=== serial_deserializer ===
Figure 1. Congestion heat map (serial_deserializer).
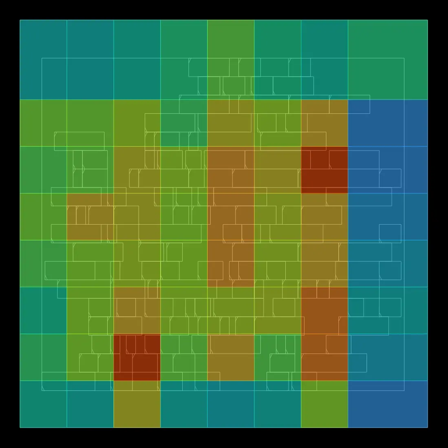

`src/rtl/serial_deserializer_pkg.sv`:
```
// Shared types and sizing helpers for the serial-in, parallel-out word assembler.
package serial_deserializer_pkg;

  typedef enum logic {
    IDLE  = 1'b0,
    SHIFT = 1'b1
  } deser_state_e;

  localparam int unsigned DEFAULT_WIDTH = 8;

  function automatic int unsigned cnt_width(input int unsigned width);
    return $clog2(width + 1);
  endfunction

endpackage

```
`src/rtl/serial_deserializer_shift.sv`:
```
// Shift register and bit counter: assembles WIDTH serial bits and flags the completing bit.
module deser_shift
  import serial_deserializer_pkg::*;
#(
  parameter int unsigned WIDTH     = DEFAULT_WIDTH,
  parameter bit          MSB_FIRST = 1'b1
) (
  input  logic                          clk,
  input  logic                          rst,
  input  logic                          sin_valid,
  input  logic                          sin_data,
  input  logic                          sin_sync,
  output logic                          word_done,
  output logic [WIDTH-1:0]              word,
  output logic [cnt_width(WIDTH)-1:0]   bit_cnt
);

  localparam int unsigned   CW   = cnt_width(WIDTH);
  localparam logic [CW-1:0] LAST = CW'(WIDTH - 1);

  deser_state_e     state_q, state_d;
  logic [WIDTH-1:0] sr_q, sr_d, sr_base, sr_shift;
  logic [CW-1:0]    cnt_q, cnt_d, cnt_base;

  always_comb begin
    state_d   = state_q;
    sr_d      = sr_q;
    cnt_d     = cnt_q;
    word_done = 1'b0;
    // A sync restarts the word, so the incoming bit (if any) builds on an empty register.
    sr_base   = sin_sync ? '0 : sr_q;
    cnt_base  = sin_sync ? '0 : cnt_q;
    if (MSB_FIRST) begin
      sr_shift = {sr_base[WIDTH-2:0], sin_data};
    end else begin
      sr_shift = {sin_data, sr_base[WIDTH-1:1]};
    end
    word = sr_shift;
    if (sin_valid) begin
      sr_d = sr_shift;
      if (cnt_base == LAST) begin
        word_done = 1'b1;
        cnt_d     = '0;
        state_d   = IDLE;
      end else begin
        cnt_d   = cnt_base + CW'(1);
        state_d = SHIFT;
      end
    end else if (sin_sync) begin
      sr_d    = '0;
      cnt_d   = '0;
      state_d = IDLE;
    end
  end

  always_ff @(posedge clk) begin
    if (rst) begin
      state_q <= IDLE;
      sr_q    <= '0;
      cnt_q   <= '0;
    end else begin
      state_q <= state_d;
      sr_q    <= sr_d;
      cnt_q   <= cnt_d;
    end
  end

  assign bit_cnt = cnt_q;

endmodule

```
`src/rtl/serial_deserializer.sv`:
```
// Serial-to-word assembler with a one-word holding register, valid/ready output and sticky overrun.
module serial_deserializer
  import serial_deserializer_pkg::*;
#(
  parameter int unsigned WIDTH     = DEFAULT_WIDTH,
  parameter bit          MSB_FIRST = 1'b1
) (
  input  logic                          clk,
  input  logic                          rst,
  input  logic                          sin_valid,
  input  logic                          sin_data,
  input  logic                          sin_sync,
  output logic [WIDTH-1:0]              out_data,
  output logic                          out_valid,
  input  logic                          out_ready,
  output logic                          overrun,
  input  logic                          ovr_clr,
  output logic [cnt_width(WIDTH)-1:0]   bit_cnt
);

  logic             word_done;
  logic [WIDTH-1:0] word;
  logic [WIDTH-1:0] hold_q, hold_d;
  logic             valid_q, valid_d;
  logic             ovr_q, ovr_d;
  logic             hold_free;

  deser_shift #(
    .WIDTH     (WIDTH),
    .MSB_FIRST (MSB_FIRST)
  ) u_shift (
    .clk       (clk),
    .rst       (rst),
    .sin_valid (sin_valid),
    .sin_data  (sin_data),
    .sin_sync  (sin_sync),
    .word_done (word_done),
    .word      (word),
    .bit_cnt   (bit_cnt)
  );

  always_comb begin
    hold_d    = hold_q;
    valid_d   = valid_q;
    ovr_d     = ovr_q;
    // Register counts as free if it is empty or being consumed this cycle.
    hold_free = !valid_q || out_ready;
    if (valid_q && out_ready) begin
      valid_d = 1'b0;
    end
    if (ovr_clr) begin
      ovr_d = 1'b0;
    end
    if (word_done) begin
      if (hold_free) begin
        hold_d  = word;
        valid_d = 1'b1;
      end else begin
        ovr_d = 1'b1;
      end
    end
  end

  always_ff @(posedge clk) begin
    if (rst) begin
      hold_q  <= '0;
      valid_q <= 1'b0;
      ovr_q   <= 1'b0;
    end else begin
      hold_q  <= hold_d;
      valid_q <= valid_d;
      ovr_q   <= ovr_d;
    end
  end

  assign out_data  = hold_q;
  assign out_valid = valid_q;
  assign overrun   = ovr_q;

endmodule
```
`config.mk`:
```
export PLATFORM = sky130hd
export DESIGN_NAME = serial_deserializer
export DESIGN_NICKNAME = d
export VERILOG_FILES = /design/src/rtl/serial_deserializer_pkg.sv /design/src/rtl/serial_deserializer_shift.sv /design/src/rtl/serial_deserializer.sv
export SDC_FILE = /design/constraint.sdc
export NUM_CORES = 1
export LEC_CHECK = 0
export CORE_MARGIN = 3
export CORE_UTILIZATION = 31
export DETAILED_ROUTE_END_ITERATION = 8
export PLACE_DENSITY = 0.57
export REMOVE_ABC_BUFFERS = 1
export SLEW_MARGIN = 20
export SYNTH_ARGS = -nofsm -noshare
export SYNTH_HDL_FRONTEND = slang
export SYNTH_SLANG_ARGS = --single-unit
```
`constraint.sdc`:
```
create_clock -name clk -period 1.6 [get_ports clk]
set_clock_uncertainty 0.05 [all_clocks]
set_input_delay 0.4 -clock clk [delete_from_list [all_inputs] [get_ports clk]]
set_output_delay 0.4 -clock clk [all_outputs]
set_load 0.01 [all_outputs]
```
=== weight_ser_tx_flat ===
===== src/rtl/weight_ser_tx_pkg.sv =====
// Shared constants, FSM encoding and word-count clamp for the weight serial transmitter.
// Optional build macro: WEIGHT_TX_PARITY_EN (adds one even-parity slot per word).
package weight_ser_tx_pkg;
  localparam int WORD_W    = 16;
  localparam int MAX_WORDS = 12;
  localparam int ADDR_W    = 4;
  localparam int CNT_W     = 5;

`ifdef WEIGHT_TX_PARITY_EN
  localparam int SLOT_L = WORD_W + 1;
`else
  localparam int SLOT_L = WORD_W;
`endif

  typedef enum logic [1:0] {
    ST_IDLE  = 2'd0,
    ST_PRIME = 2'd1,
    ST_LOAD  = 2'd2,
    ST_SHIFT = 2'd3
  } tx_state_t;

  function automatic logic [ADDR_W-1:0] clamp_words(input logic [ADDR_W-1:0] nw);
    return (nw > ADDR_W'(MAX_WORDS)) ? ADDR_W'(MAX_WORDS) : nw;
  endfunction
endpackage


===== src/rtl/weight_ser_tx_if.sv =====
// Control, register-file read and serial output signals of weight_ser_tx.
// slave = transmitter side, master = controller / register file / pin side.
interface weight_ser_tx_if import weight_ser_tx_pkg::*; ();
  logic              start;
  logic [ADDR_W-1:0] num_words;
  logic              rd_en;
  logic [ADDR_W-1:0] rd_addr;
  logic [WORD_W-1:0] rd_data;
  logic              ser_out;
  logic              ser_valid;
  logic              busy;
  logic              done;

  modport slave (
    input  start, num_words, rd_data,
    output rd_en, rd_addr, ser_out, ser_valid, busy, done
  );

  modport master (
    output start, num_words, rd_data,
    input  rd_en, rd_addr, ser_out, ser_valid, busy, done
  );
endinterface


===== src/rtl/weight_ser_tx_piso_shift.sv =====
// Parallel-load, right-shift register; lsb is the next bit to be placed on the line.
module piso_shift import weight_ser_tx_pkg::*; (
  input  logic              CLK,
  input  logic              RST,
  input  logic              load,
  input  logic              shift,
  input  logic [WORD_W-1:0] din,
  output logic              lsb
);
  logic [WORD_W-1:0] r_sr;

  always_ff @(posedge CLK) begin
    if (!RST)       r_sr <= '0;
    else if (load)  r_sr <= din;
    else if (shift) r_sr <= {1'b0, r_sr[WORD_W-1:1]};
  end

  assign lsb = r_sr[0];
endmodule


===== src/rtl/weight_ser_tx.sv =====
// Serialises trained weight words LSB first, highest address first, no gap between words.
// Optional build macro: WEIGHT_TX_PARITY_EN (even-parity bit after each word).
module weight_ser_tx import weight_ser_tx_pkg::*; (
  input  logic            CLK,
  input  logic            RST,
  weight_ser_tx_if.slave  bus
);
  localparam logic [CNT_W-1:0] CNT_PREF = CNT_W'(SLOT_L - 3);
  localparam logic [CNT_W-1:0] CNT_LAST = CNT_W'(SLOT_L - 1);

  tx_state_t         r_state;
  logic              r_rd_en;
  logic [ADDR_W-1:0] r_rd_addr;
  logic              r_ser_out;
  logic              r_ser_valid;
  logic              r_busy;
  logic              r_done;
  logic [CNT_W-1:0]  r_bit_cnt;
  logic              r_pref;
`ifdef WEIGHT_TX_PARITY_EN
  logic              r_par;
`endif

  logic [ADDR_W-1:0] w_n;
  logic              w_last;
  logic              w_load;
  logic              w_shift;
  logic              w_lsb;
  logic [WORD_W-1:0] w_din;

  assign w_n    = clamp_words(bus.num_words);
  assign w_last = (r_bit_cnt == CNT_LAST);
  // bit0 goes straight to the line on load, so the shifter only holds the rest
  assign w_din   = {1'b0, bus.rd_data[WORD_W-1:1]};
  assign w_load  = (r_state == ST_LOAD) || ((r_state == ST_SHIFT) && w_last && r_pref);
  assign w_shift = (r_state == ST_SHIFT) && !w_last;

  piso_shift u_piso (
    .CLK   (CLK),
    .RST   (RST),
    .load  (w_load),
    .shift (w_shift),
    .din   (w_din),
    .lsb   (w_lsb)
  );

  always_ff @(posedge CLK) begin
    if (!RST) begin
      r_state     <= ST_IDLE;
      r_rd_en     <= 1'b0;
      r_rd_addr   <= '0;
      r_ser_out   <= 1'b0;
      r_ser_valid <= 1'b0;
      r_busy      <= 1'b0;
      r_done      <= 1'b0;
      r_bit_cnt   <= '0;
      r_pref      <= 1'b0;
`ifdef WEIGHT_TX_PARITY_EN
      r_par       <= 1'b0;
`endif
    end else begin
      r_rd_en <= 1'b0;
      r_done  <= 1'b0;
      unique case (r_state)
        ST_IDLE: begin
          // a start coinciding with done is dropped, not deferred
          if (bus.start && !r_done) begin
            if (w_n == '0) begin
              r_done <= 1'b1;
            end else begin
              r_busy    <= 1'b1;
              r_rd_en   <= 1'b1;
              r_rd_addr <= w_n - ADDR_W'(1);
              r_state   <= ST_PRIME;
            end
          end
        end
        ST_PRIME: r_state <= ST_LOAD;
        ST_LOAD: begin
          r_ser_out   <= bus.rd_data[0];
          r_ser_valid <= 1'b1;
          r_bit_cnt   <= '0;
          r_pref      <= 1'b0;
`ifdef WEIGHT_TX_PARITY_EN
          r_par       <= ^bus.rd_data;
`endif
          r_state     <= ST_SHIFT;
        end
        ST_SHIFT: begin
          r_bit_cnt <= r_bit_cnt + CNT_W'(1);
          // fetch the next word early enough that it lands exactly on the word boundary
          if (r_bit_cnt == CNT_PREF && r_rd_addr != '0) begin
            r_rd_en   <= 1'b1;
            r_rd_addr <= r_rd_addr - ADDR_W'(1);
            r_pref    <= 1'b1;
          end
          if (w_last) begin
            r_bit_cnt <= '0;
            if (r_pref) begin
              r_ser_out <= bus.rd_data[0];
              r_pref    <= 1'b0;
`ifdef WEIGHT_TX_PARITY_EN
              r_par     <= ^bus.rd_data;
`endif
            end else begin
              r_ser_out   <= 1'b0;
              r_ser_valid <= 1'b0;
              r_busy      <= 1'b0;
              r_done      <= 1'b1;
              r_state     <= ST_IDLE;
            end
          end
`ifdef WEIGHT_TX_PARITY_EN
          else if (r_bit_cnt == CNT_W'(WORD_W - 1)) begin
            r_ser_out <= r_par;
          end
`endif
          else begin
            r_ser_out <= w_lsb;
          end
        end
        default: r_state <= ST_IDLE;
      endcase
    end
  end

  assign bus.rd_en     = r_rd_en;
  assign bus.rd_addr   = r_rd_addr;
  assign bus.ser_out   = r_ser_out;
  assign bus.ser_valid = r_ser_valid;
  assign bus.busy      = r_busy;
  assign bus.done      = r_done;
endmodule

===== src/flat_wrapper.sv =====
// flat-port wrapper written by rule: the top's interface ports become plain ports
module weight_ser_tx_flat import weight_ser_tx_pkg::*;
  (CLK, RST, bus_start, bus_num_words, bus_rd_data, bus_rd_en, bus_rd_addr, bus_ser_out, bus_ser_valid, bus_busy, bus_done);
  weight_ser_tx_if bus_i ();
  input  logic CLK;
  input  logic RST;
  input wire logic [$bits(bus_i.start)-1:0] bus_start;
  input wire logic [$bits(bus_i.num_words)-1:0] bus_num_words;
  input wire logic [$bits(bus_i.rd_data)-1:0] bus_rd_data;
  output wire logic [$bits(bus_i.rd_en)-1:0] bus_rd_en;
  output wire logic [$bits(bus_i.rd_addr)-1:0] bus_rd_addr;
  output wire logic [$bits(bus_i.ser_out)-1:0] bus_ser_out;
  output wire logic [$bits(bus_i.ser_valid)-1:0] bus_ser_valid;
  output wire logic [$bits(bus_i.busy)-1:0] bus_busy;
  output wire logic [$bits(bus_i.done)-1:0] bus_done;
  assign bus_i.start = bus_start;
  assign bus_i.num_words = bus_num_words;
  assign bus_i.rd_data = bus_rd_data;
  assign bus_rd_en = bus_i.rd_en;
  assign bus_rd_addr = bus_i.rd_addr;
  assign bus_ser_out = bus_i.ser_out;
  assign bus_ser_valid = bus_i.ser_valid;
  assign bus_busy = bus_i.busy;
  assign bus_done = bus_i.done;
  weight_ser_tx u_core (.CLK(CLK), .RST(RST), .bus(bus_i));
endmodule

===== config.mk =====
export PLATFORM = sky130hd
export DESIGN_NAME = weight_ser_tx_flat
export DESIGN_NICKNAME = d
export VERILOG_FILES = /design/src/rtl/weight_ser_tx_pkg.sv /design/src/rtl/weight_ser_tx_if.sv /design/src/rtl/weight_ser_tx_piso_shift.sv /design/src/rtl/weight_ser_tx.sv /design/src/flat_wrapper.sv
export SDC_FILE = /design/constraint.sdc
export NUM_CORES = 1
export LEC_CHECK = 0
export CORE_MARGIN = 2
export CORE_UTILIZATION = 52
export DETAILED_ROUTE_END_ITERATION = 10
export PLACE_DENSITY = 0.84
export SLEW_MARGIN = 25
export SYNTH_ARGS = -nofsm -noshare
export SYNTH_HDL_FRONTEND = slang
export SYNTH_SLANG_ARGS = --single-unit

===== constraint.sdc =====
create_clock -name CLK -period 4.55 [get_ports CLK]
set_input_delay 0.6825 -clock CLK [delete_from_list [all_inputs] [get_ports CLK]]
set_output_delay 0.6825 -clock CLK [all_outputs]
set_load 0.01 [all_outputs]

=== inst_loader ===
**src/rtl/inst_loader.sv**
```systemverilog
// Program buffer feeding inst_mem: collects a host program, replays it as one
// gap-free burst, then holds off the next program until inst_mem has executed it.
module inst_loader #(
  parameter int unsigned INST_W = 16,
  parameter int unsigned AW     = 4,
  parameter int unsigned DELAY  = 16,
  parameter int unsigned GUARD  = 2
) (
  input  logic              clk,
  input  logic              rst,
  input  logic              s_valid,
  output logic              s_ready,
  input  logic [INST_W-1:0] s_data,
  input  logic              s_last,
  output logic              inst_in_v,
  output logic [INST_W-1:0] inst_in,
  output logic              busy,
  output logic              err_len
);

  localparam int unsigned DEPTH = 2 ** AW;
  localparam int unsigned CW    = AW + 1;
  localparam int unsigned WW    = AW + 6;

  typedef enum logic [1:0] {FILL, DRAIN, BURST, EXEC} state_e;

  state_e              state_q, state_d;
  logic [CW-1:0]       count_q, count_d;
  logic [CW-1:0]       len_q, len_d;
  logic [AW-1:0]       rd_ptr_q, rd_ptr_d;
  logic [WW-1:0]       wait_q, wait_d;
  logic                armed_q, armed_d;
  logic                s_ready_q, s_ready_d;
  logic                inst_in_v_q, inst_in_v_d;
  logic [INST_W-1:0]   inst_in_q, inst_in_d;
  logic                busy_q, busy_d;
  logic                err_len_q, err_len_d;
  logic                beat_c;
  logic                mem_we_c;
  logic [INST_W-1:0]   mem_q [DEPTH];

  assign beat_c = s_valid & s_ready_q;

  // Next-state and registered-output logic
  always_comb begin
    state_d     = state_q;
    count_d     = count_q;
    len_d       = len_q;
    rd_ptr_d    = rd_ptr_q;
    wait_d      = wait_q;
    armed_d     = armed_q;
    inst_in_v_d = 1'b0;
    inst_in_d   = inst_in_q;
    err_len_d   = err_len_q;
    mem_we_c    = 1'b0;

    case (state_q)
      FILL: begin
        if (beat_c) begin
          mem_we_c = 1'b1;
          count_d  = count_q + CW'(1);
          if (s_last) begin
            state_d = BURST;
            len_d   = count_q + CW'(1);
          end else if (count_q == CW'(DEPTH - 1)) begin
            state_d   = DRAIN;
            len_d     = CW'(DEPTH);
            err_len_d = 1'b1;
          end
        end
      end
      DRAIN: begin
        if (beat_c && s_last) state_d = BURST;
      end
      BURST: begin
        // One idle cycle after the s_last edge before the first beat
        if (!armed_q) begin
          armed_d = 1'b1;
        end else begin
          inst_in_v_d = 1'b1;
          inst_in_d   = mem_q[rd_ptr_q];
          rd_ptr_d    = rd_ptr_q + AW'(1);
          if ((CW'(rd_ptr_q) + CW'(1)) == len_q) begin
            state_d = EXEC;
            armed_d = 1'b0;
            wait_d  = WW'(DELAY) + WW'(len_q) + WW'(GUARD);
          end
        end
      end
      EXEC: begin
        if (wait_q == '0) begin
          state_d  = FILL;
          count_d  = '0;
          rd_ptr_d = '0;
        end else begin
          wait_d = wait_q - WW'(1);
        end
      end
      default: state_d = FILL;
    endcase

    s_ready_d = (state_d == FILL) || (state_d == DRAIN);
    busy_d    = (state_d != FILL);
  end

  always_ff @(posedge clk or negedge rst) begin
    if (!rst) begin
      state_q     <= FILL;
      count_q     <= '0;
      len_q       <= '0;
      rd_ptr_q    <= '0;
      wait_q      <= '0;
      armed_q     <= 1'b0;
      s_ready_q   <= 1'b1;
      inst_in_v_q <= 1'b0;
      inst_in_q   <= '0;
      busy_q      <= 1'b0;
      err_len_q   <= 1'b0;
    end else begin
      state_q     <= state_d;
      count_q     <= count_d;
      len_q       <= len_d;
      rd_ptr_q    <= rd_ptr_d;
      wait_q      <= wait_d;
      armed_q     <= armed_d;
      s_ready_q   <= s_ready_d;
      inst_in_v_q <= inst_in_v_d;
      inst_in_q   <= inst_in_d;
      busy_q      <= busy_d;
      err_len_q   <= err_len_d;
    end
  end

  // Program storage; contents are don't-care after reset
  always_ff @(posedge clk) begin
    if (mem_we_c) mem_q[count_q[AW-1:0]] <= s_data;
  end

  assign s_ready   = s_ready_q;
  assign inst_in_v = inst_in_v_q;
  assign inst_in   = inst_in_q;
  assign busy      = busy_q;
  assign err_len   = err_len_q;

endmodule

```
**config.mk**
```make
export PLATFORM = sky130hd
export DESIGN_NAME = inst_loader
export DESIGN_NICKNAME = d
export VERILOG_FILES = /design/src/rtl/inst_loader.sv
export SDC_FILE = /design/constraint.sdc
export NUM_CORES = 1
export LEC_CHECK = 0
export ABC_AREA = 0
export ABC_CLOCK_PERIOD_IN_PS = 3000
export CAP_MARGIN = 20
export CORE_AREA = 2 2 152 154
export CTS_BUF_LIST = sky130_fd_sc_hd__clkbuf_4 sky130_fd_sc_hd__clkbuf_8
export DETAILED_ROUTE_END_ITERATION = 8
export DIE_AREA = 0 0 154 156
export GPL_TIMING_DRIVEN = 0
export HOLD_SLACK_MARGIN = 0.06
export MAX_ROUTING_LAYER = met4
export PLACE_DENSITY = 0.74
export SYNTH_ARGS = -nofsm -noshare
export SYNTH_HDL_FRONTEND = slang
export SYNTH_SLANG_ARGS = --single-unit
```
**constraint.sdc**
```tcl
create_clock -name clk -period 3 [get_ports clk]
set_clock_uncertainty 0.05 [all_clocks]
set_input_delay 0.45 -clock clk [delete_from_list [all_inputs] [get_ports clk]]
set_output_delay 0.45 -clock clk [all_outputs]
set_load 0.02 [all_outputs]
```
Figure 2. Congestion heat map (weight_ser_tx_flat).
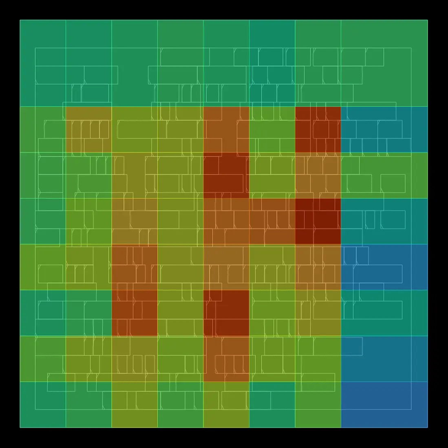
Finished Core Util: 68.8%
All-Layer GR Usage: 21.2%
routing usage on met3: 6.30%
GR Util met2: 35.6%

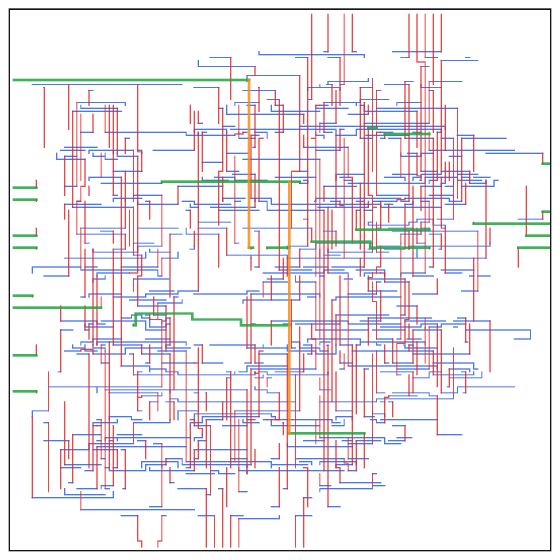
Figure 3: weight_ser_tx_flat, wiring by layer.
legend:
  orange:
    layer: met4
    wire_length: 47.6 µm
  blue:
    layer: met1
    wire_length: 1,680 µm
  green:
    layer: met3
    wire_length: 145 µm
  red:
    layer: met2
    wire_length: 1,660 µm
WL/cell: 12.9 µm
Post-Route WL: 3540 µm
vias post-DR: 1,526

==> results.toml, weight_ser_tx_flat <==
# flow metrics
[layout]
seq_share_pct = 30.2
regMostFlops = "u_core.u_piso.r_sr"
clock_area_share_pct = 4.49
largest_register_ffs = 15
area_growth_pct = 23.9
layout_top_cell = "nand2_1"
postLayoutCellArea_mm2 = 0.00212

[synthesis]
syn_nets = 232
ys_seq_share_pct = 37.5
synth_async_sr_flop_share_pct = 0
ys_sh_xor_pct = 0

[power]
cellPowerDensity_mw_per_mm2 = 580

[placement]
port_buffers = 31

[drt]
final_antenna_net_count = 0

[status]
status = "finished clean"
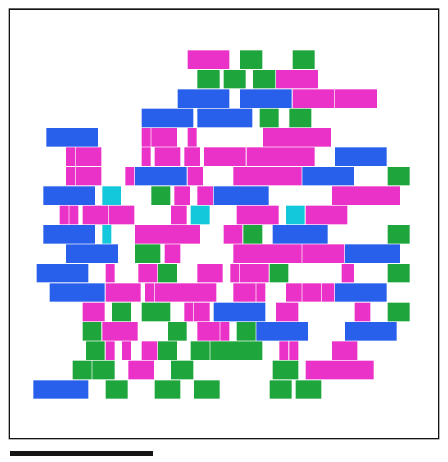
Figure 4: serial_deserializer, cell classes on the final placement.
Scale bar: 20 µm.
legend:
  blue:
    class: flip-flops
    cells: 21
    share_of_their_area: 30%
  magenta:
    class: all other logic
    cells: 65
    share_of_their_area: 47%
  green:
    class: other buffers and delay cells
    cells: 34
    share_of_their_area: 21%
  cyan:
    class: clock drivers and dummy loads
    cells: 4
    share_of_their_area: 1.9%
core footprint: 0.00261 mm²
row count: 18
sequential share of cell area: 29.4%
Post-Layout Inst Area: 0.00146 mm²
Finished Core Util: 55.7%

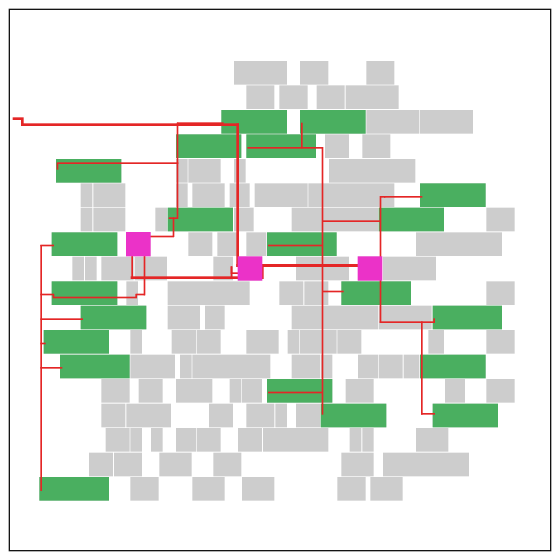
Figure 5: serial_deserializer, clock wires, drivers and flops.
legend:
  red:
    item: clock wires
    length: 265 µm
  green:
    item: flip-flops
    count: 21
  magenta:
    item: cells driving clock nets
    count: 3
routed clock nets: 4
Clock power frac: 28.9%
Clk power: 254 µW
Insertion Delay late pin: 300 ps

## Picture notes: Figure 1
GR Util met2: 25.6%
met1 usage: 18.8%
All-Layer GR Usage: 14.9%

==> results.toml, serial_deserializer <==
# flow metrics
[clock_network]
clock-sinks = 21
hold_buffers = 0
cts_resized = 47

[global_route]
grt_pass1_vias = 790
antenna_found_initial = 0

[worst_setup_path]
path_buffers = 1

[drt]
m1WireLength_um = 1090

[synthesis]
synth_async_sr_flop_share_pct = 0
synthDistinctLibCells = 25

[sta]
fmax_mhz = 643
fin_ws_ps = 44.8
hold_slack_ps = 444
finalHoldViolations = 0
finalClockPeriodUsage_pct = 97.2

[floorplan]
ios = 21

[placement]
dp_hpwl_um = 1590

[status]
status = "finished clean"

[layout]
logic_gates = 60
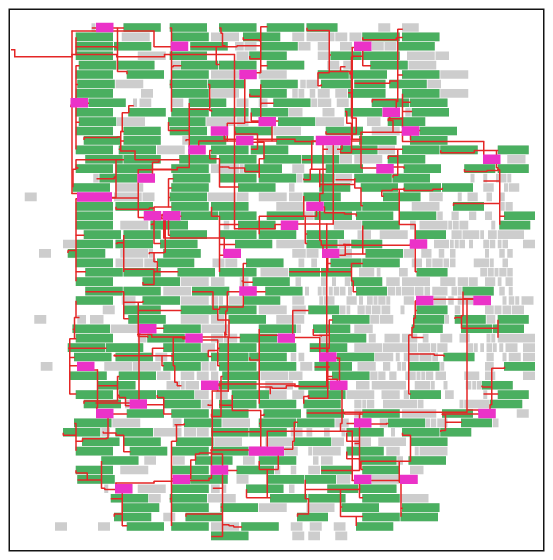
Figure 6: inst_loader, clock wires, drivers and flops.
legend:
  magenta:
    item: cells driving clock nets
    count: 46
  green:
    item: flip-flops
    count: 303
  red:
    item: clock wires
    length: 3,220 µm
routed clock nets: 47
Clk power: 3.33 mW
Insertion Delay late pin: 560 ps
Clock power frac: 27.1%

==> results.toml, inst_loader <==
# flow metrics
[sta]
hold_slack_ps = 282
finalHoldViolations = 0
fin_ws_ps = 168

[clock_network]
cts_max_path_buffers = 3
tritoncts = "done"

[layout]
layout_top_cell = "edfxtp_1"
nonClkBufAreaFrac_pct = 6.01
largest_register_ffs = 256
final_cell_mix = "256 x edfxtp_1, 64 x mux4_2, 51 x clkbuf_8"
utilization_pct = 63.0

[status]
status = "finished clean"

[synthesis]
ys_top_logic_family = "multiplexers"
yosysCellCount = 623

[drt]
vias = 6347
drc_errors = 0

[power]
powerComb_mw = 3.87

[floorplan]
core_area_mm2 = 0.0224
die_h_um = 156

[worst_setup_path]
cp-end-kind = "flip-flop"
cp_slowest_cell = "nor2_2"
critical_path.top_delay_family = "simple AND/OR/NAND/NOR gates"
required_ps = 3130
reg2reg_slack_ps = 170

[job]
drv_cap = 0

[placement]
dp_cells = 964
dp_slack_ps = -285

[global_route]
antenna_found_initial = 0
grt_usage_pct = 22.6

=== fft_bfly_stage ===
Figure 7. Congestion heat map (fft_bfly_stage).
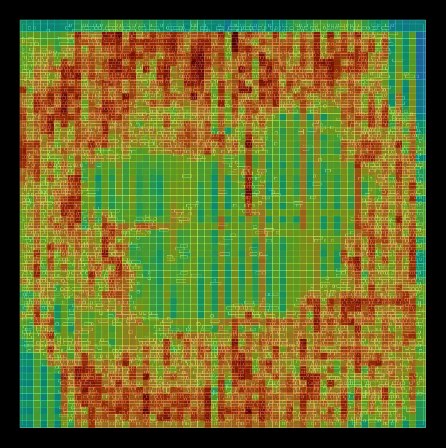

`src/rtl/fft_pkg.sv`:
```
// Shared types and default constants for the FFT butterfly stage.
// Optional macro FFT_STAGE_ERR_EN is consumed by fft_frame_cnt and fft_bfly_stage.
package fft_pkg;

    typedef enum logic {
        IDLE = 1'b0,
        RUN  = 1'b1
    } stage_state_t;

    localparam int FFT_WIDTH        = 16;
    localparam int FFT_LANES        = 16;
    localparam int FFT_FRAME_CYCLES = 32;

endpackage

```
`src/rtl/fft_frame_cnt.sv`:
```
// Frame sequencer: IDLE/RUN FSM, beat counter, active window and frame_done.
// Macro FFT_STAGE_ERR_EN adds a sticky err flag for starts ignored mid-frame.
module fft_frame_cnt
    import fft_pkg::*;
#(
    parameter int FRAME_CYCLES = FFT_FRAME_CYCLES
) (
    input  logic clk,
    input  logic rstn,
    input  logic start,
    output logic active,
    output logic frame_done
`ifdef FFT_STAGE_ERR_EN
    ,
    output logic err
`endif
);

    localparam int CW = (FRAME_CYCLES > 1) ? $clog2(FRAME_CYCLES) : 1;
    localparam logic [CW-1:0] LAST = CW'(FRAME_CYCLES - 1);

    stage_state_t state, state_nxt;
    logic [CW-1:0] cnt, cnt_nxt;
    logic last;

    assign last   = (cnt == LAST);
    assign active = (state == RUN);

    always_ff @(posedge clk or negedge rstn) begin
        if (!rstn) begin
            state      <= IDLE;
            cnt        <= '0;
            frame_done <= 1'b0;
        end else begin
            state      <= state_nxt;
            cnt        <= cnt_nxt;
            frame_done <= active && last;
        end
    end

    always_comb begin
        state_nxt = state;
        cnt_nxt   = cnt;
        unique case (state)
            IDLE: begin
                if (start) begin
                    state_nxt = RUN;
                    cnt_nxt   = '0;
                end
            end
            RUN: begin
                // A start on the final beat chains the next frame with no bubble
                if (last) begin
                    cnt_nxt   = '0;
                    state_nxt = start ? RUN : IDLE;
                end else begin
                    cnt_nxt = cnt + CW'(1);
                end
            end
            default: begin
                state_nxt = IDLE;
                cnt_nxt   = '0;
            end
        endcase
    end

`ifdef FFT_STAGE_ERR_EN
    always_ff @(posedge clk or negedge rstn) begin
        if (!rstn) begin
            err <= 1'b0;
        end else if (active && start && !last) begin
            err <= 1'b1;
        end
    end
`endif

endmodule

```
`src/rtl/fft_bfly_stage.sv`:
```
// Radix-2 butterfly stage over LANES parallel complex lanes, one growth bit.
// Macro FFT_STAGE_ERR_EN exposes the sticky err output of the sequencer.
module fft_bfly_stage
    import fft_pkg::*;
#(
    parameter int WIDTH        = FFT_WIDTH,
    parameter int LANES        = FFT_LANES,
    parameter int PAIR_DIST    = 1,
    parameter int FRAME_CYCLES = FFT_FRAME_CYCLES
) (
    input  logic                    clk,
    input  logic                    rstn,
    input  logic                    start,
    input  logic signed [WIDTH-1:0] din_re  [0:LANES-1],
    input  logic signed [WIDTH-1:0] din_im  [0:LANES-1],
    output logic signed [WIDTH:0]   dout_re [0:LANES-1],
    output logic signed [WIDTH:0]   dout_im [0:LANES-1],
    output logic                    active,
    output logic                    out_valid,
    output logic                    frame_done
`ifdef FFT_STAGE_ERR_EN
    ,
    output logic                    err
`endif
);

    localparam int GROUPS = LANES / (2 * PAIR_DIST);

    logic signed [WIDTH:0] ext_re [0:LANES-1];
    logic signed [WIDTH:0] ext_im [0:LANES-1];
    logic signed [WIDTH:0] nxt_re [0:LANES-1];
    logic signed [WIDTH:0] nxt_im [0:LANES-1];

    fft_frame_cnt #(
        .FRAME_CYCLES(FRAME_CYCLES)
    ) u_cnt (
        .clk       (clk),
        .rstn      (rstn),
        .start     (start),
        .active    (active),
        .frame_done(frame_done)
`ifdef FFT_STAGE_ERR_EN
        ,
        .err       (err)
`endif
    );

    for (genvar k = 0; k < LANES; k++) begin : g_ext
        assign ext_re[k] = (WIDTH + 1)'(din_re[k]);
        assign ext_im[k] = (WIDTH + 1)'(din_im[k]);
    end

    for (genvar g = 0; g < GROUPS; g++) begin : g_grp
        for (genvar j = 0; j < PAIR_DIST; j++) begin : g_pair
            localparam int A = g * 2 * PAIR_DIST + j;
            localparam int B = A + PAIR_DIST;
            assign nxt_re[A] = ext_re[A] + ext_re[B];
            assign nxt_re[B] = ext_re[A] - ext_re[B];
            assign nxt_im[A] = ext_im[A] + ext_im[B];
            assign nxt_im[B] = ext_im[A] - ext_im[B];
        end
    end

    always_ff @(posedge clk or negedge rstn) begin
        if (!rstn) begin
            out_valid <= 1'b0;
            for (int k = 0; k < LANES; k++) begin
                dout_re[k] <= '0;
                dout_im[k] <= '0;
            end
        end else begin
            out_valid <= active;
            if (active) begin
                dout_re <= nxt_re;
                dout_im <= nxt_im;
            end
        end
    end

endmodule

```
`config.mk`:
```
export PLATFORM = sky130hd
export DESIGN_NAME = fft_bfly_stage
export DESIGN_NICKNAME = d
export VERILOG_FILES = /design/src/rtl/fft_pkg.sv /design/src/rtl/fft_frame_cnt.sv /design/src/rtl/fft_bfly_stage.sv
export SDC_FILE = /design/constraint.sdc
export NUM_CORES = 2
export LEC_CHECK = 0
export CAP_MARGIN = 25
export CORE_AREA = 2 2 408 410
export CTS_BUF_LIST = sky130_fd_sc_hd__clkbuf_16
export DETAILED_ROUTE_END_ITERATION = 8
export DIE_AREA = 0 0 410 412
export GPL_TIMING_DRIVEN = 0
export SLEW_MARGIN = 10
export SYNTH_ARGS = -nofsm -noshare
export SYNTH_HDL_FRONTEND = slang
export SYNTH_SLANG_ARGS = --single-unit
```
`constraint.sdc`:
```
create_clock -name clk -period 1.8 [get_ports clk]
set_input_delay 0.36 -clock clk [delete_from_list [all_inputs] [get_ports clk]]
set_output_delay 0.36 -clock clk [all_outputs]
set_load 0.05 [all_outputs]
```
=== pulse_period_monitor ===
## src/rtl/pulse_period_monitor.sv

```systemverilog
// Purpose: measures the interval between rising edges of pulse_in, declares lock after LOCK_N in-tolerance intervals, flags early/late/missing pulses.
// Latency: every output is registered and updates on the clock edge that samples the event (visible the cycle after the event cycle).
// Backpressure: none; the monitor is a passive observer and never stalls its source.
//
// Ports:
//   clk, rst(active-low async)  - clock and reset
//   enable                      - low forces IDLE (counters/flags held)
//   pulse_in                    - monitored pulse stream, one event per rising edge
//   clr_err                     - synchronous clear of sticky error flags (a same-cycle set wins)
//   pulse_count                 - accepted events since reset, wraps silently
//   last_period                 - gap measured at the most recent tracked event
//   period_ok                   - one-cycle strobe for an in-tolerance interval
//   locked                      - high while in LOCKED
//   err_early/err_late/err_missing - sticky error flags
module pulse_period_monitor #(
  parameter int EXP_PERIOD = 10,
  parameter int TOL        = 0,
  parameter int LOCK_N     = 3,
  parameter int CNT_W      = 16,
  parameter int PER_W      = 8
) (
  input  logic             clk,
  input  logic             rst,
  input  logic             enable,
  input  logic             pulse_in,
  input  logic             clr_err,
  output logic [CNT_W-1:0] pulse_count,
  output logic [PER_W-1:0] last_period,
  output logic             period_ok,
  output logic             locked,
  output logic             err_early,
  output logic             err_late,
  output logic             err_missing
);

  localparam int CONS_W = $clog2(LOCK_N + 1);

  localparam logic [PER_W-1:0]  PER_LO  = PER_W'(EXP_PERIOD - TOL);
  localparam logic [PER_W-1:0]  PER_HI  = PER_W'(EXP_PERIOD + TOL);
  // Gap value at which the current interval is declared missing.
  localparam logic [PER_W-1:0]  PER_MISS = PER_W'(2 * EXP_PERIOD + 1);
  localparam logic [CONS_W-1:0] LOCK_C  = CONS_W'(LOCK_N);

  typedef enum logic [1:0] {
    IDLE    = 2'd0,
    ACQUIRE = 2'd1,
    TRACK   = 2'd2,
    LOCKED  = 2'd3
  } state_t;

  state_t            state;
  logic              pulse_in_d;
  logic [PER_W-1:0]  gap;
  logic [CONS_W-1:0] consec;

  logic              evt;
  logic              is_early;
  logic              in_tol;
  logic [PER_W-1:0]  gap_inc;
  logic [CONS_W-1:0] consec_inc;

  assign evt        = pulse_in & ~pulse_in_d;
  assign is_early   = (gap < PER_LO);
  assign in_tol     = !is_early && (gap <= PER_HI);
  assign gap_inc    = (gap == {PER_W{1'b1}}) ? gap : gap + 1'b1;
  // consec saturates at LOCK_N so a long locked run cannot wrap it.
  assign consec_inc = (consec == LOCK_C) ? consec : consec + 1'b1;

  always_ff @(posedge clk or negedge rst) begin
    if (!rst) begin
      state       <= IDLE;
      pulse_in_d  <= 1'b0;
      gap         <= '0;
      consec      <= '0;
      pulse_count <= '0;
      last_period <= '0;
      period_ok   <= 1'b0;
      locked      <= 1'b0;
      err_early   <= 1'b0;
      err_late    <= 1'b0;
      err_missing <= 1'b0;
    end else begin
      // Edge detector runs regardless of enable so re-enabling mid-pulse
      // does not manufacture a false event.
      pulse_in_d <= pulse_in;
      period_ok  <= 1'b0;

      // Clear first; any set below overrides it within the same edge.
      if (clr_err) begin
        err_early   <= 1'b0;
        err_late    <= 1'b0;
        err_missing <= 1'b0;
      end

      if (!enable) begin
        state  <= IDLE;
        gap    <= '0;
        consec <= '0;
        locked <= 1'b0;
      end else begin
        case (state)
          IDLE: begin
            state  <= ACQUIRE;
            gap    <= '0;
            consec <= '0;
            locked <= 1'b0;
          end

          ACQUIRE: begin
            locked <= 1'b0;
            if (evt) begin
              pulse_count <= pulse_count + 1'b1;
              gap         <= PER_W'(1);
              state       <= TRACK;
            end
          end

          TRACK, LOCKED: begin
            if (evt) begin
              pulse_count <= pulse_count + 1'b1;
              last_period <= gap;
              gap         <= PER_W'(1);
              if (in_tol) begin
                period_ok <= 1'b1;
                consec    <= consec_inc;
                if (state == LOCKED || consec_inc == LOCK_C) begin
                  state  <= LOCKED;
                  locked <= 1'b1;
                end else begin
                  state  <= TRACK;
                  locked <= 1'b0;
                end
              end else begin
                if (is_early) begin
                  err_early <= 1'b1;
                end else begin
                  err_late <= 1'b1;
                end
                consec <= '0;
                state  <= TRACK;
                locked <= 1'b0;
              end
            end else if (gap == PER_MISS) begin
              err_missing <= 1'b1;
              consec      <= '0;
              gap         <= '0;
              state       <= ACQUIRE;
              locked      <= 1'b0;
            end else begin
              gap <= gap_inc;
            end
          end

          default: begin
            state  <= IDLE;
            locked <= 1'b0;
          end
        endcase
      end
    end
  end

endmodule
```

## config.mk

```make
export PLATFORM = sky130hd
export DESIGN_NAME = pulse_period_monitor
export DESIGN_NICKNAME = d
export VERILOG_FILES = /design/src/rtl/pulse_period_monitor.sv
export SDC_FILE = /design/constraint.sdc
export NUM_CORES = 1
export LEC_CHECK = 0
export ABC_AREA = 0
export CAP_MARGIN = 40
export CELL_PAD_IN_SITES_DETAIL_PLACEMENT = 1
export CELL_PAD_IN_SITES_GLOBAL_PLACEMENT = 2
export CORE_ASPECT_RATIO = 0.75
export CORE_UTILIZATION = 35
export DETAILED_ROUTE_END_ITERATION = 16
export GPL_ROUTABILITY_DRIVEN = 0
export PLACE_DENSITY = 0.89
export SYNTH_ARGS = -nofsm -noshare
export SYNTH_HDL_FRONTEND = slang
export SYNTH_SLANG_ARGS = --single-unit
```

## constraint.sdc

```tcl
create_clock -name clk -period 4.6 [get_ports clk]
set_input_delay 0.69 -clock clk [delete_from_list [all_inputs] [get_ports clk]]
set_output_delay 0.69 -clock clk [all_outputs]
set_load 0.005 [all_outputs]
```

Figure 8. Congestion heat map (pulse_period_monitor).
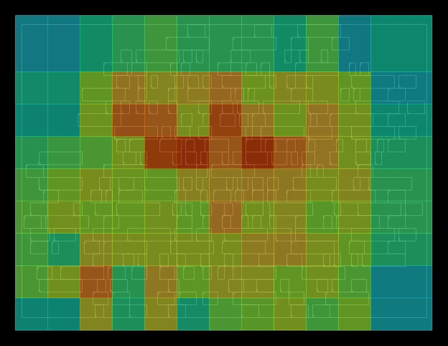
met1 usage: 28.1%
GR Util met2: 26.5%
Finished Core Util: 46.0%
routing usage on met3: 4.40%

==> results.toml, pulse_period_monitor <==
# flow metrics
[status]
status = "finished clean"

[layout]
diodes = 0
final_cell_mix = "42 x dfrtp_1, 32 x clkdlybuf4s50_1, 20 x nand2_1"
clock_buffers = 5
seq_share_pct = 42.3
buffers = 34
nonClkBufAreaFrac_pct = 13.9

[synthesis]
yosys_warnings = 0
edf_count = 0
simple_gate_share_pct = 19.8
synthTopCellsByArea = "dfrtp_1 53%, xnor2_1 4.4%, o21ai_0 4.3%"
synth_async_sr_flop_share_pct = 100
ys_seq_elements = 42

[sta]
rsz0062_at_grt = "false"
min_period_ps = 2390
fin_skew_ps = 11.8
finalHoldViolations = 0

[power]
p_sw_share_pct = 28.5
power_leader = "sequential cells"

[worst_setup_path]
cp_slowest_cell = "clkdlybuf4s50_1"
crit_path_end = "consec[0]"
cp-end-kind = "flip-flop"
r2r-start = "gap[1]"

[floorplan]
tap-cell-count = 75
ios = 34

[placement]
dp_slack_ps = 1760

[global_route]
grt_pass1_wl_um = 8360

[drt]
vias = 1570
routed-wl-met2_um = 2110
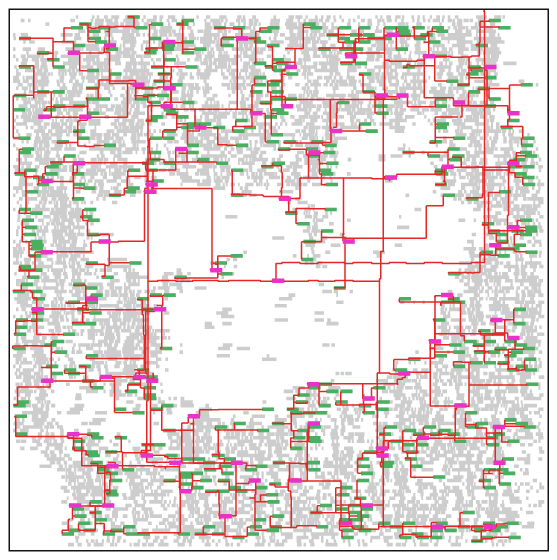
Figure 9: fft_bfly_stage, clock wires, drivers and flops.
legend:
  magenta:
    item: cells driving clock nets
    count: 76
  red:
    item: clock wires
    length: 11,200 µm
  green:
    item: flip-flops
    count: 536
flops lie: widely spread

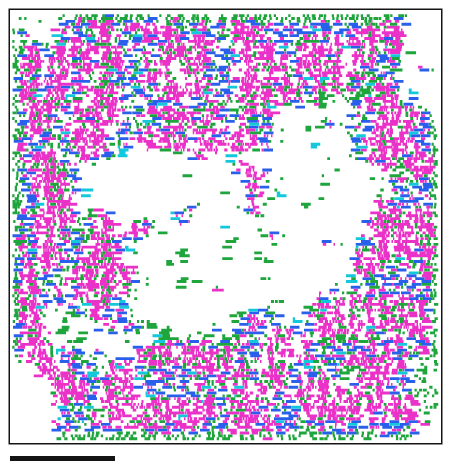
Figure 10: fft_bfly_stage, cell classes on the final placement.
Scale bar: 100 µm.
legend:
  cyan:
    class: clock drivers and dummy loads
    cells: 135
    share_of_their_area: 3.6%
  blue:
    class: flip-flops
    cells: 536
    share_of_their_area: 19%
  magenta:
    class: all other logic
    cells: 4,265
    share_of_their_area: 54%
  green:
    class: other buffers and delay cells
    cells: 1,797
    share_of_their_area: 23%
Post-Layout Inst Area: 0.0718 mm²
Finished Core Util: 43.7%
row count: 149

Notes on Figure 7 above:
WL/cell: 27.7 µm
Top Usage Layer GRT: met2

==> results.toml, fft_bfly_stage <==
# flow metrics
[status]
status = "complete, but fails checks"
violations = "hold timing, setup timing"

[synthesis]
synthFlopType = "dfrtp_1"

[sta]
finalSetupViolations = 73
finalHoldViolations = 56
tightest_slew_ps = 722
hold_slack_ps = -410
fin_ws_ps = -263

[worst_setup_path]
cp_slowest_cell = "or4_4"
critPathMaxFanout = 2

[clock_network]
insertion_delay_ps = 690
cts_resized = 4319

[power]
p_sw_share_pct = 47.7

[layout]
fillers = 15900

[floorplan]
die_w_um = 410

==> gallery <==
Floorplan with the power grid.
Plate I
Scale bar: 20 µm. Pins as bars on the die edge. Tap cells in grey.
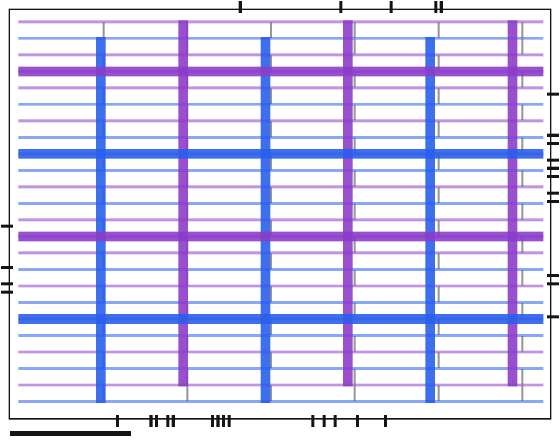
Plate II
Scale bar: 100 µm. Pins as bars on the die edge. Tap cells in grey.
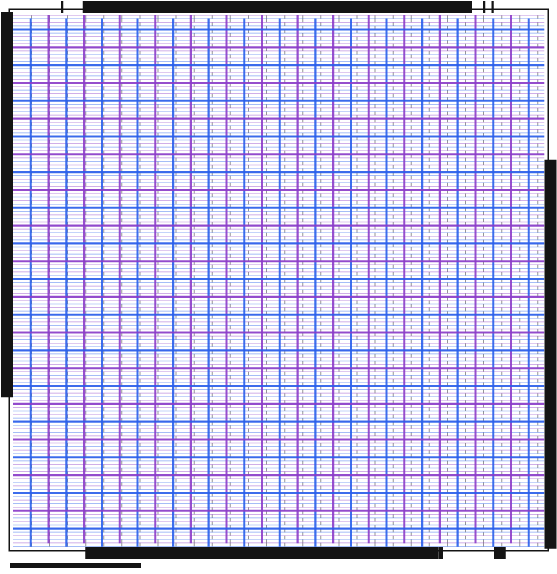
For fft_bfly_stage, see Plate II.
For pulse_period_monitor, see Plate I.
Of these, largest die: Plate II
Of these, most pins: Plate II



==> notes/layouts.md <==
Pictures saved along the way, in no particular order.

Floorplan with the power grid.
panel A
Scale bar: 20 µm. Pins as bars on the die edge. Tap cells in grey.
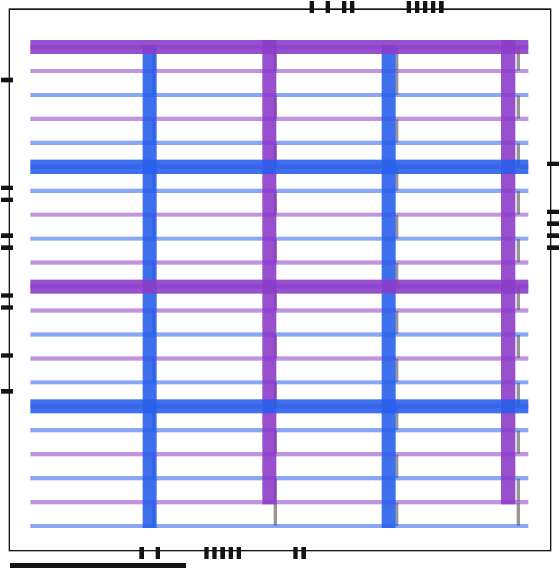
panel B
Scale bar: 20 µm. Pins as bars on the die edge. Tap cells in grey.
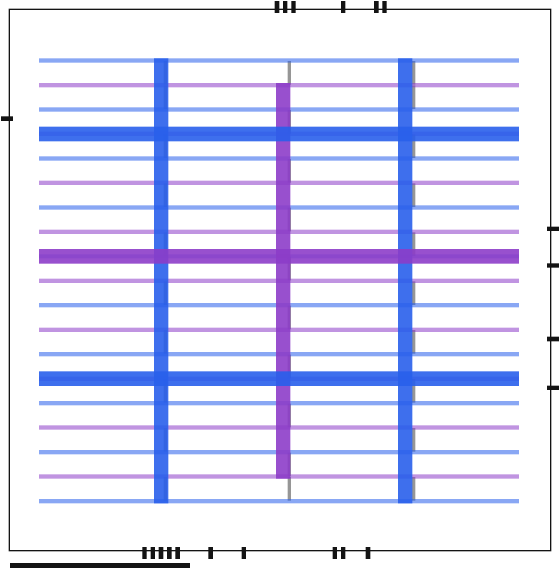
panel C
Scale bar: 50 µm. Pins as bars on the die edge. Tap cells in grey.
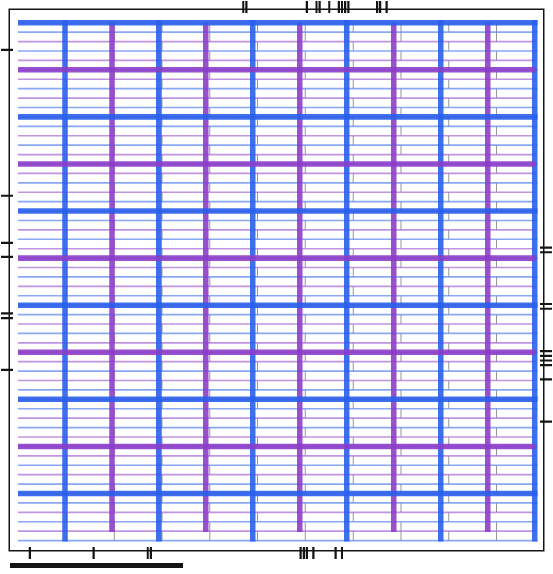
- panel A = weight_ser_tx_flat
- panel C = inst_loader
- panel B = serial_deserializer
The one with the most pins is panel C.
The one with the fewest pins is panel B.

Key to panel B:
legend:
  blue:
    net: VSS
  purple:
    net: VDD
met5 straps: 3
met4 straps: 3

No activity file was given, so power comes from the tool's default toggle rates.
